# ---- design 1 ----
`config.mk`:
```
export PLATFORM = sky130hd
export DESIGN_NAME = rr_arbiter_flat
export DESIGN_NICKNAME = d
export VERILOG_FILES = /design/src/rtl/rr_arbiter_pkg.sv /design/src/rtl/rr_arbiter_if.sv /design/src/rtl/rr_arbiter_prio_select.sv /design/src/rtl/rr_arbiter.sv /design/src/flat_wrapper.sv
export SDC_FILE = /design/constraint.sdc
export NUM_CORES = 1
export LEC_CHECK = 0
export ABC_AREA = 0
export ABC_CLOCK_PERIOD_IN_PS = 4800
export CAP_MARGIN = 20
export CORE_MARGIN = 2
export CORE_UTILIZATION = 49
export DETAILED_ROUTE_END_ITERATION = 10
export MAX_ROUTING_LAYER = met4
export PLACE_DENSITY = 0.74
export RECOVER_POWER = 100
export REMOVE_ABC_BUFFERS = 1
export SLEW_MARGIN = 30
export SYNTH_ARGS = -nofsm -noshare
export SYNTH_HDL_FRONTEND = slang
export SYNTH_SLANG_ARGS = --single-unit
```
`constraint.sdc`:
```
create_clock -name i_clk -period 4.8 [get_ports i_clk]
set_clock_uncertainty 0.15 [all_clocks]
set_input_delay 0.96 -clock i_clk [delete_from_list [all_inputs] [get_ports i_clk]]
set_output_delay 0.96 -clock i_clk [all_outputs]
set_load 0.02 [all_outputs]
```
`src/rtl/rr_arbiter_pkg.sv`:
```
// Shared definitions for the round-robin arbiter slice.
//   N_REQ_DEFAULT : default requester count used by the interface and modules
//   IDX_W         : index width for the default requester count
//   arb_state_e   : arbiter state encoding (IDLE / GRANTED)
//   idx_width()   : index width for an arbitrary requester count
package rr_arbiter_pkg;

    localparam int N_REQ_DEFAULT = 15;

    // Never narrower than one bit, so a 2-requester arbiter still gets an index bit.
    function automatic int idx_width(input int n);
        return (n > 2) ? $clog2(n) : 1;
    endfunction

    localparam int IDX_W = idx_width(N_REQ_DEFAULT);

    typedef enum logic {
        IDLE    = 1'b0,
        GRANTED = 1'b1
    } arb_state_e;

endpackage

```
`src/rtl/rr_arbiter_if.sv`:
```
// Request/grant bundle between the requesters and the round-robin arbiter.
//   i_cg     : clock-gate enable; 0 freezes the arbiter
//   i_req    : request vector, bit n is requester n
//   i_ack    : completion strobe from the granted requester
//   o_gnt    : registered onehot grant, zero when idle
//   o_gntIdx : registered binary index of the grant, zero when idle
//   o_valid  : registered, high while a grant is held
// modport slave is the arbiter side, modport master the requester side.
interface rr_arbiter_if #(
    parameter int N_REQ = rr_arbiter_pkg::N_REQ_DEFAULT
);
    import rr_arbiter_pkg::*;

    localparam int IW = idx_width(N_REQ);

    logic             i_cg;
    logic [N_REQ-1:0] i_req;
    logic             i_ack;
    logic [N_REQ-1:0] o_gnt;
    logic [IW-1:0]    o_gntIdx;
    logic             o_valid;

    modport slave (
        input  i_cg, i_req, i_ack,
        output o_gnt, o_gntIdx, o_valid
    );

    modport master (
        output i_cg, i_req, i_ack,
        input  o_gnt, o_gntIdx, o_valid
    );

endinterface

```
`src/rtl/rr_arbiter_prio_select.sv`:
```
// Combinational rotating-priority selector.
//   i_req     : candidate requests (already masked by the caller)
//   i_ptr     : highest-priority position, 0..N_REQ-1
//   o_win     : onehot winner, zero when nothing requests
//   o_win_idx : binary index of the winner
//   o_found   : a winner exists
module rr_prio_select
    import rr_arbiter_pkg::*;
#(
    parameter int N_REQ = N_REQ_DEFAULT,
    parameter int IW    = idx_width(N_REQ)
) (
    input  logic [N_REQ-1:0] i_req,
    input  logic [IW-1:0]    i_ptr,
    output logic [N_REQ-1:0] o_win,
    output logic [IW-1:0]    o_win_idx,
    output logic             o_found
);

    logic [2*N_REQ-1:0] req_dbl;
    logic [2*N_REQ-1:0] req_masked;
    logic               hit;

    // The request vector is laid out twice; bits below ptr are cleared in the
    // lower copy only. The first set bit of the result, scanning upward, is
    // the winner. Wrapping happens at N_REQ because the upper copy starts
    // exactly at bit N_REQ, so non-power-of-2 sizes need no special casing.
    always_comb begin
        req_dbl    = {i_req, i_req};
        req_masked = req_dbl & ({(2*N_REQ){1'b1}} << i_ptr);
        hit        = 1'b0;
        o_win      = '0;
        o_win_idx  = '0;
        for (int i = 0; i < 2*N_REQ; i++) begin
            if (!hit && req_masked[i]) begin
                hit = 1'b1;
                if (i >= N_REQ) begin
                    o_win[i-N_REQ] = 1'b1;
                    o_win_idx      = IW'(i - N_REQ);
                end else begin
                    o_win[i]  = 1'b1;
                    o_win_idx = IW'(i);
                end
            end
        end
        o_found = hit;
    end

endmodule

```
`src/rtl/rr_arbiter.sv`:
```
// Round-robin arbiter with registered onehot grant, binary index and valid.
//   i_clk : clock, rising edge
//   i_rst : asynchronous reset, active-high
//   bus   : rr_arbiter_if slave modport (i_cg, i_req, i_ack in;
//           o_gnt, o_gntIdx, o_valid out)
// A grant is held until the owner acks or drops its request; on release the
// pointer moves just past the owner and a new winner is picked in the same
// cycle, so a waiting requester follows with no idle cycle.
//
//   state   | meaning
//   --------+---------------------------------------------------
//   IDLE    | no grant held; o_gnt=0, o_gntIdx=0, o_valid=0
//   GRANTED | o_gnt onehot at o_gntIdx, held until release
module rr_arbiter
    import rr_arbiter_pkg::*;
#(
    parameter int N_REQ = N_REQ_DEFAULT
) (
    input  logic        i_clk,
    input  logic        i_rst,
    rr_arbiter_if.slave bus
);

    localparam int IW = idx_width(N_REQ);

    arb_state_e       state_q, state_d;
    logic [N_REQ-1:0] gnt_q, gnt_d;
    logic [IW-1:0]    idx_q, idx_d;
    logic [IW-1:0]    ptr_q, ptr_d;

    logic             rel_ev;
    logic [IW-1:0]    ptr_next;
    logic [IW-1:0]    sel_ptr;
    logic [N_REQ-1:0] sel_req;
    logic [N_REQ-1:0] win;
    logic [IW-1:0]    win_idx;
    logic             found;

    // Release detection. The released requester is removed from the
    // candidate set so a still-asserted request cannot win immediately again.
    always_comb begin
        ptr_next = (idx_q == IW'(N_REQ - 1)) ? '0 : idx_q + IW'(1);
        rel_ev   = (state_q == GRANTED) && (bus.i_ack || !bus.i_req[idx_q]);
        sel_ptr  = rel_ev ? ptr_next : ptr_q;
        sel_req  = rel_ev ? (bus.i_req & ~gnt_q) : bus.i_req;
    end

    rr_prio_select #(
        .N_REQ (N_REQ),
        .IW    (IW)
    ) u_sel (
        .i_req     (sel_req),
        .i_ptr     (sel_ptr),
        .o_win     (win),
        .o_win_idx (win_idx),
        .o_found   (found)
    );

    always_ff @(posedge i_clk or posedge i_rst) begin
        if (i_rst) begin
            state_q <= IDLE;
            gnt_q   <= '0;
            idx_q   <= '0;
            ptr_q   <= '0;
        end else begin
            state_q <= state_d;
            gnt_q   <= gnt_d;
            idx_q   <= idx_d;
            ptr_q   <= ptr_d;
        end
    end

    always_comb begin
        state_d = state_q;
        gnt_d   = gnt_q;
        idx_d   = idx_q;
        ptr_d   = ptr_q;
        if (bus.i_cg) begin
            case (state_q)
                IDLE: begin
                    if (found) begin
                        state_d = GRANTED;
                        gnt_d   = win;
                        idx_d   = win_idx;
                    end
                end
                GRANTED: begin
                    if (rel_ev) begin
                        ptr_d = ptr_next;
                        if (found) begin
                            gnt_d = win;
                            idx_d = win_idx;
                        end else begin
                            state_d = IDLE;
                            gnt_d   = '0;
                            idx_d   = '0;
                        end
                    end
                end
                default: begin
                    state_d = IDLE;
                    gnt_d   = '0;
                    idx_d   = '0;
                end
            endcase
        end
    end

    always_comb begin
        bus.o_gnt    = gnt_q;
        bus.o_gntIdx = idx_q;
        bus.o_valid  = (state_q == GRANTED);
    end

endmodule
```
`src/flat_wrapper.sv`:
```
// flat-port wrapper written by rule: the top's interface ports become plain ports
module rr_arbiter_flat import rr_arbiter_pkg::*;
#(
    parameter int N_REQ = N_REQ_DEFAULT
)
  (i_clk, i_rst, bus_i_cg, bus_i_req, bus_i_ack, bus_o_gnt, bus_o_gntIdx, bus_o_valid);
  rr_arbiter_if #(.N_REQ(N_REQ)) bus_i ();
  input  logic i_clk;
  input  logic i_rst;
  input wire logic [$bits(bus_i.i_cg)-1:0] bus_i_cg;
  input wire logic [$bits(bus_i.i_req)-1:0] bus_i_req;
  input wire logic [$bits(bus_i.i_ack)-1:0] bus_i_ack;
  output wire logic [$bits(bus_i.o_gnt)-1:0] bus_o_gnt;
  output wire logic [$bits(bus_i.o_gntIdx)-1:0] bus_o_gntIdx;
  output wire logic [$bits(bus_i.o_valid)-1:0] bus_o_valid;
  assign bus_i.i_cg = bus_i_cg;
  assign bus_i.i_req = bus_i_req;
  assign bus_i.i_ack = bus_i_ack;
  assign bus_o_gnt = bus_i.o_gnt;
  assign bus_o_gntIdx = bus_i.o_gntIdx;
  assign bus_o_valid = bus_i.o_valid;
  rr_arbiter #(.N_REQ(N_REQ)) u_core (.i_clk(i_clk), .i_rst(i_rst), .bus(bus_i));
endmodule
```
design_1/ff_map.png
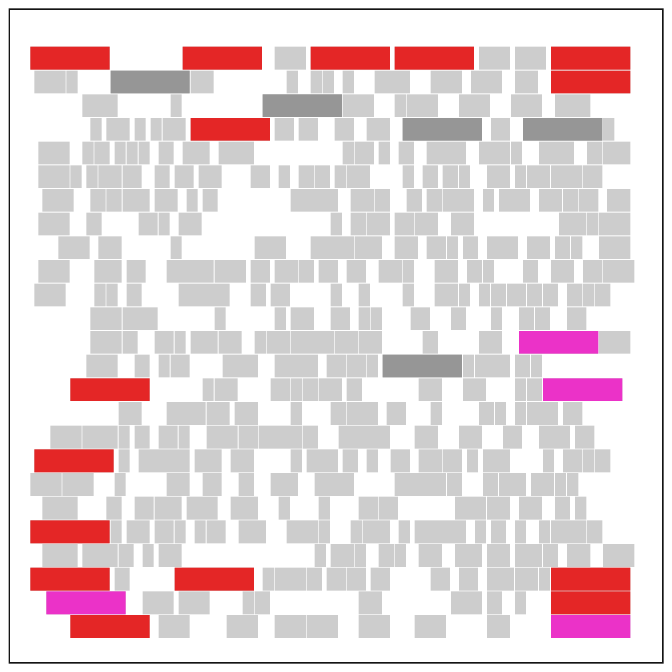
Red stands for u_core.bus.o_gnt, flops 15, where widely spread. Magenta stands for u_core.ptr_q, flops 4.
seq pwr: 0.450 mW
Core Util, Final: 64.55%
register area: 600.6 sq um
Seq/total area: 19.44%

design_1/pinout.png
Pins as bars across the die edge, other pins in grey.
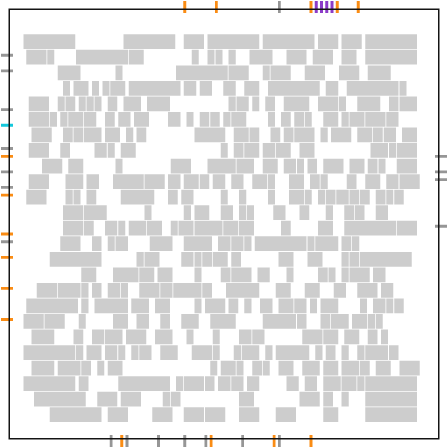
Purple stands for bus_o_gntIdx, pins 4, direction output, edge top. Orange stands for bus_o_gnt, pins 15, direction output, edge 6 left, 5 top, 4 bottom. Cyan stands for bus_i_cg, pins 1, direction input, edge left.
All pins by edge: 14 left, 11 bottom, 10 top, 4 right.
DIE WIDTH: 74.91 microns
number of port buffers: 38

design_1/m4.png
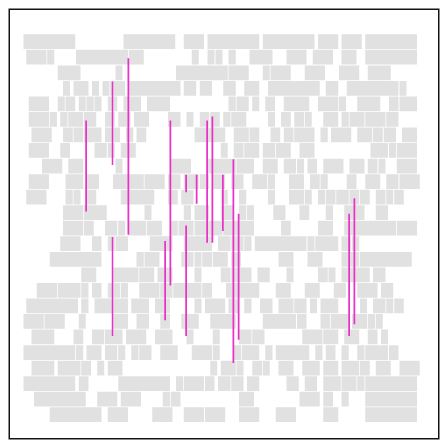
The longest straight run is 35.4 microns. The layer carries 299 microns of wire.
final wirelength: 9170 microns
via count: 2,908

==> results.txt <==
run metrics: Setup CP Type in -> reg, switching power between 1 and 1.5 mW, RSZ-0062 raised after global routing false, mi-comb count between 200 and 300, Hold Path Depth 1, Slew Limit Fails 0, Insertion Delay late pin 270 ps, Tmin final approximately 4800 ps, cell with the most instances after synthesis nand2_1, status finished clean, Gate Area between 1500 and 2000 sq um, placed inst area around 3000 sq um, nonclk buf count about 68, leakage ~1.3 nW, Tool Warnings 25, Logic inverters 15, hold path start u_core.bus.o_gnt[4]$_DFFE_PP0P_, Num Clock Sinks 24, Top Consumer combinational logic, period utilisation layout ~100%, met2 Use GR between 50 and 60%, M1 wire length a little under 4000 microns, most used logic cell in the final layout nand2_1, GRT Util Overall 34.57%, Synth Warn # 0, root buffer cell clkbuf_8, Pwr Total approximately 2.1 mW, clock network area share under 10%, area reported by Yosys stat ~2500 sq um, Biggest Area Class combinational gates, met3 WL between 900 and 1000 microns, CP peak stage delay approximately 460 ps, Clock buffer cells 4, part of the power in registers 21.6%, post-route cell area 3089 sq um, Comb. pwr 1.48 mW, Hold Worst Slack between 300 and 400 ps, CTS clk-pin slew, worst paths 100 ps
[sequential cells by signal, summed over array words and instances, names as in the netlist]
signal	cells
u_core.bus.o_valid	1
u_core.ptr_q	4
u_core.bus.o_gntIdx	4
u_core.bus.o_gnt	15
[cells by family after synthesis]
group                     after synthesis  share of synthesized area, %
AOI/OAI and AO/OA                     102                         30.27
and+or+nand+nor                       143                         28.75
xor gates and xnor gates                1                        0.3556
buffers and inverters                  37                         6.907
DFF                                    24                         24.38
muxes                                  21                         9.345

# ---- design 2 ----
design_2/clock_wires.png
Scale bar: 10 microns.
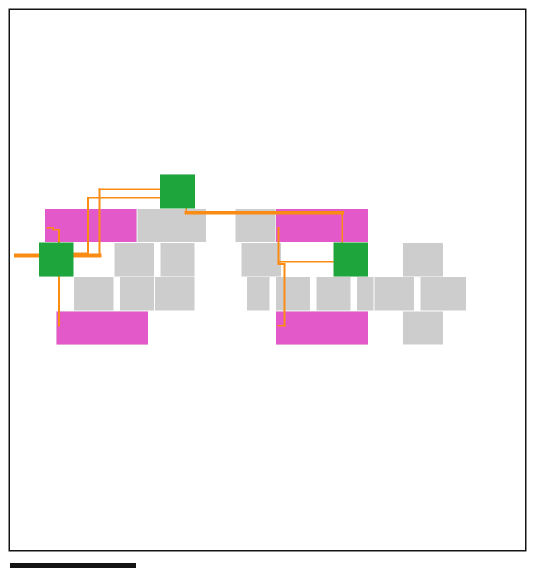
design_2/layers.png
Scale bar: 10 microns.
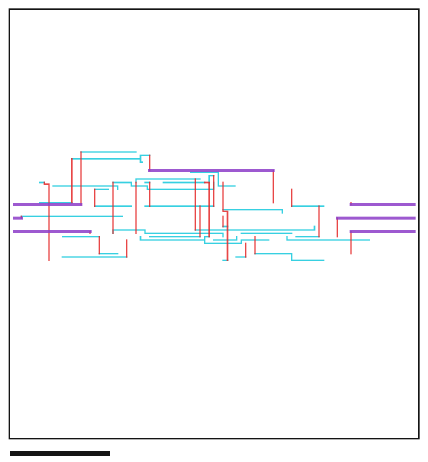
--- src/rtl/signalizer.sv ---
// -----------------------------------------------------------------------------
// signalizer -- CPU instruction-cycle phase sequencer
//
// Walks the datapath through a fixed four-phase loop, advancing one phase on
// every rising clock edge with no stall:
//   fetch -> decode -> exec -> rdmem -> fetch ...
// The strobes are mutually exclusive and one-hot. Other blocks use them to
// qualify their register updates.
//
// Ports
//   clk           in   system clock; all state changes on the rising edge
//   rst           in   synchronous active-high reset; forces FETCH
//   phase_decode  out  high during the decode phase
//   phase_exec    out  high during the execute phase
//   phase_rdmem   out  high during the memory-read phase
//   phase_fetch   out  high during the instruction-fetch phase
// -----------------------------------------------------------------------------
module signalizer (
  input  logic clk,
  input  logic rst,
  output logic phase_decode,
  output logic phase_exec,
  output logic phase_rdmem,
  output logic phase_fetch
);

  // Each state is one-hot. Its bit positions match the packed output view
  // {decode, exec, rdmem, fetch}, so the strobes are the register bits
  // themselves. No decode logic or input sits between the flops and the
  // outputs.
  typedef enum logic [3:0] {
    S_FETCH  = 4'b0001,
    S_DECODE = 4'b1000,
    S_EXEC   = 4'b0100,
    S_RDMEM  = 4'b0010
  } phase_e;

  phase_e state, state_nxt;

  always_ff @(posedge clk) begin
    if (rst) state <= S_FETCH;
    else     state <= state_nxt;
  end

  // Next-state logic. A corrupted (non-one-hot) value falls into the default
  // arm, so the sequencer recovers to FETCH on the next edge.
  always_comb begin
    state_nxt = S_FETCH;
    case (state)
      S_FETCH:  state_nxt = S_DECODE;
      S_DECODE: state_nxt = S_EXEC;
      S_EXEC:   state_nxt = S_RDMEM;
      S_RDMEM:  state_nxt = S_FETCH;
      default:  state_nxt = S_FETCH;
    endcase
  end

  assign {phase_decode, phase_exec, phase_rdmem, phase_fetch} = state;

endmodule

--- config.mk ---
export PLATFORM = sky130hd
export DESIGN_NAME = signalizer
export DESIGN_NICKNAME = d
export VERILOG_FILES = /design/src/rtl/signalizer.sv
export SDC_FILE = /design/constraint.sdc
export NUM_CORES = 1
export LEC_CHECK = 0
export CORE_AREA = 2 2 39 41
export DETAILED_ROUTE_END_ITERATION = 16
export DIE_AREA = 0 0 41 43
export MAX_ROUTING_LAYER = met4
export PLACE_DENSITY = 0.31
export SLEW_MARGIN = 20
export SYNTH_ARGS = -nofsm -noshare
export SYNTH_HDL_FRONTEND = slang
export SYNTH_SLANG_ARGS = --single-unit
--- constraint.sdc ---
create_clock -name clk -period 1.22 [get_ports clk]
set_input_delay 0.183 -clock clk [delete_from_list [all_inputs] [get_ports clk]]
set_output_delay 0.183 -clock clk [all_outputs]
set_load 0.02 [all_outputs]
==> results.txt <==
run metrics: status finished clean, Logic inverters 0, Slew Limit Fails 0, nonclk buf count 8, final setup fails 0, worst path buffer plus inverter count 1, Max VDD drop about 740 uV, part of the power in registers about a third, synthesized cell area 146.4 sq um, Num Clock Sinks 4, Seq/total area between 30% and 40%, worst-path fanout max 3, register area share after synthesis 54.70%, Routed met2 length between 70 and 80 microns, clk_skew between 2 and 2.5 ps, M1 wire length 170 microns, initial core utilization 10.58%, Pwr Total 0.5182 mW, post-route cell area 256.5 sq um, Setup CP Type reg -> out, fill count ~160, Syn Inst Count 12, period utilisation layout 88.91%, biggest regs state: 4 flops, Biggest Area Class flip-flops and latches, Place WS ~30 ps
Notes on design_2/clock_wires.png above:
Green stands for clock-net drivers, count 3. Orange stands for clock wires, length 74.6 microns. Magenta stands for flip-flops, count 4.
There are 4 routed clock nets.

Notes on design_2/layers.png above:
Cyan stands for M1, wire length 170 microns. Red stands for M2, wire length 79.2 microns. Purple stands for M3, wire length 47.7 microns.
GRT Util Overall: 4.938%
via count: 122

worst paths after layout:
| path | startpoint | end | slack, ps | cells past startpoint |
|---|---|---|---|---|
| worst max-delay path | state[1]$_SDFF_PP0_ | phase_rdmem | 140 | 1 |
| worst max register to register | state[1]$_SDFF_PP0_ | state[2]$_SDFF_PP0_ | 310 | 2 |
| worst min register to register | state[1]$_SDFF_PP0_ | state[0]$_SDFF_PP1_ | 480 | 2 |
| worst min-delay path | state[1]$_SDFF_PP0_ | state[0]$_SDFF_PP1_ | 480 | 2 |

No activity file was given, so power comes from the tool's default toggle rates.
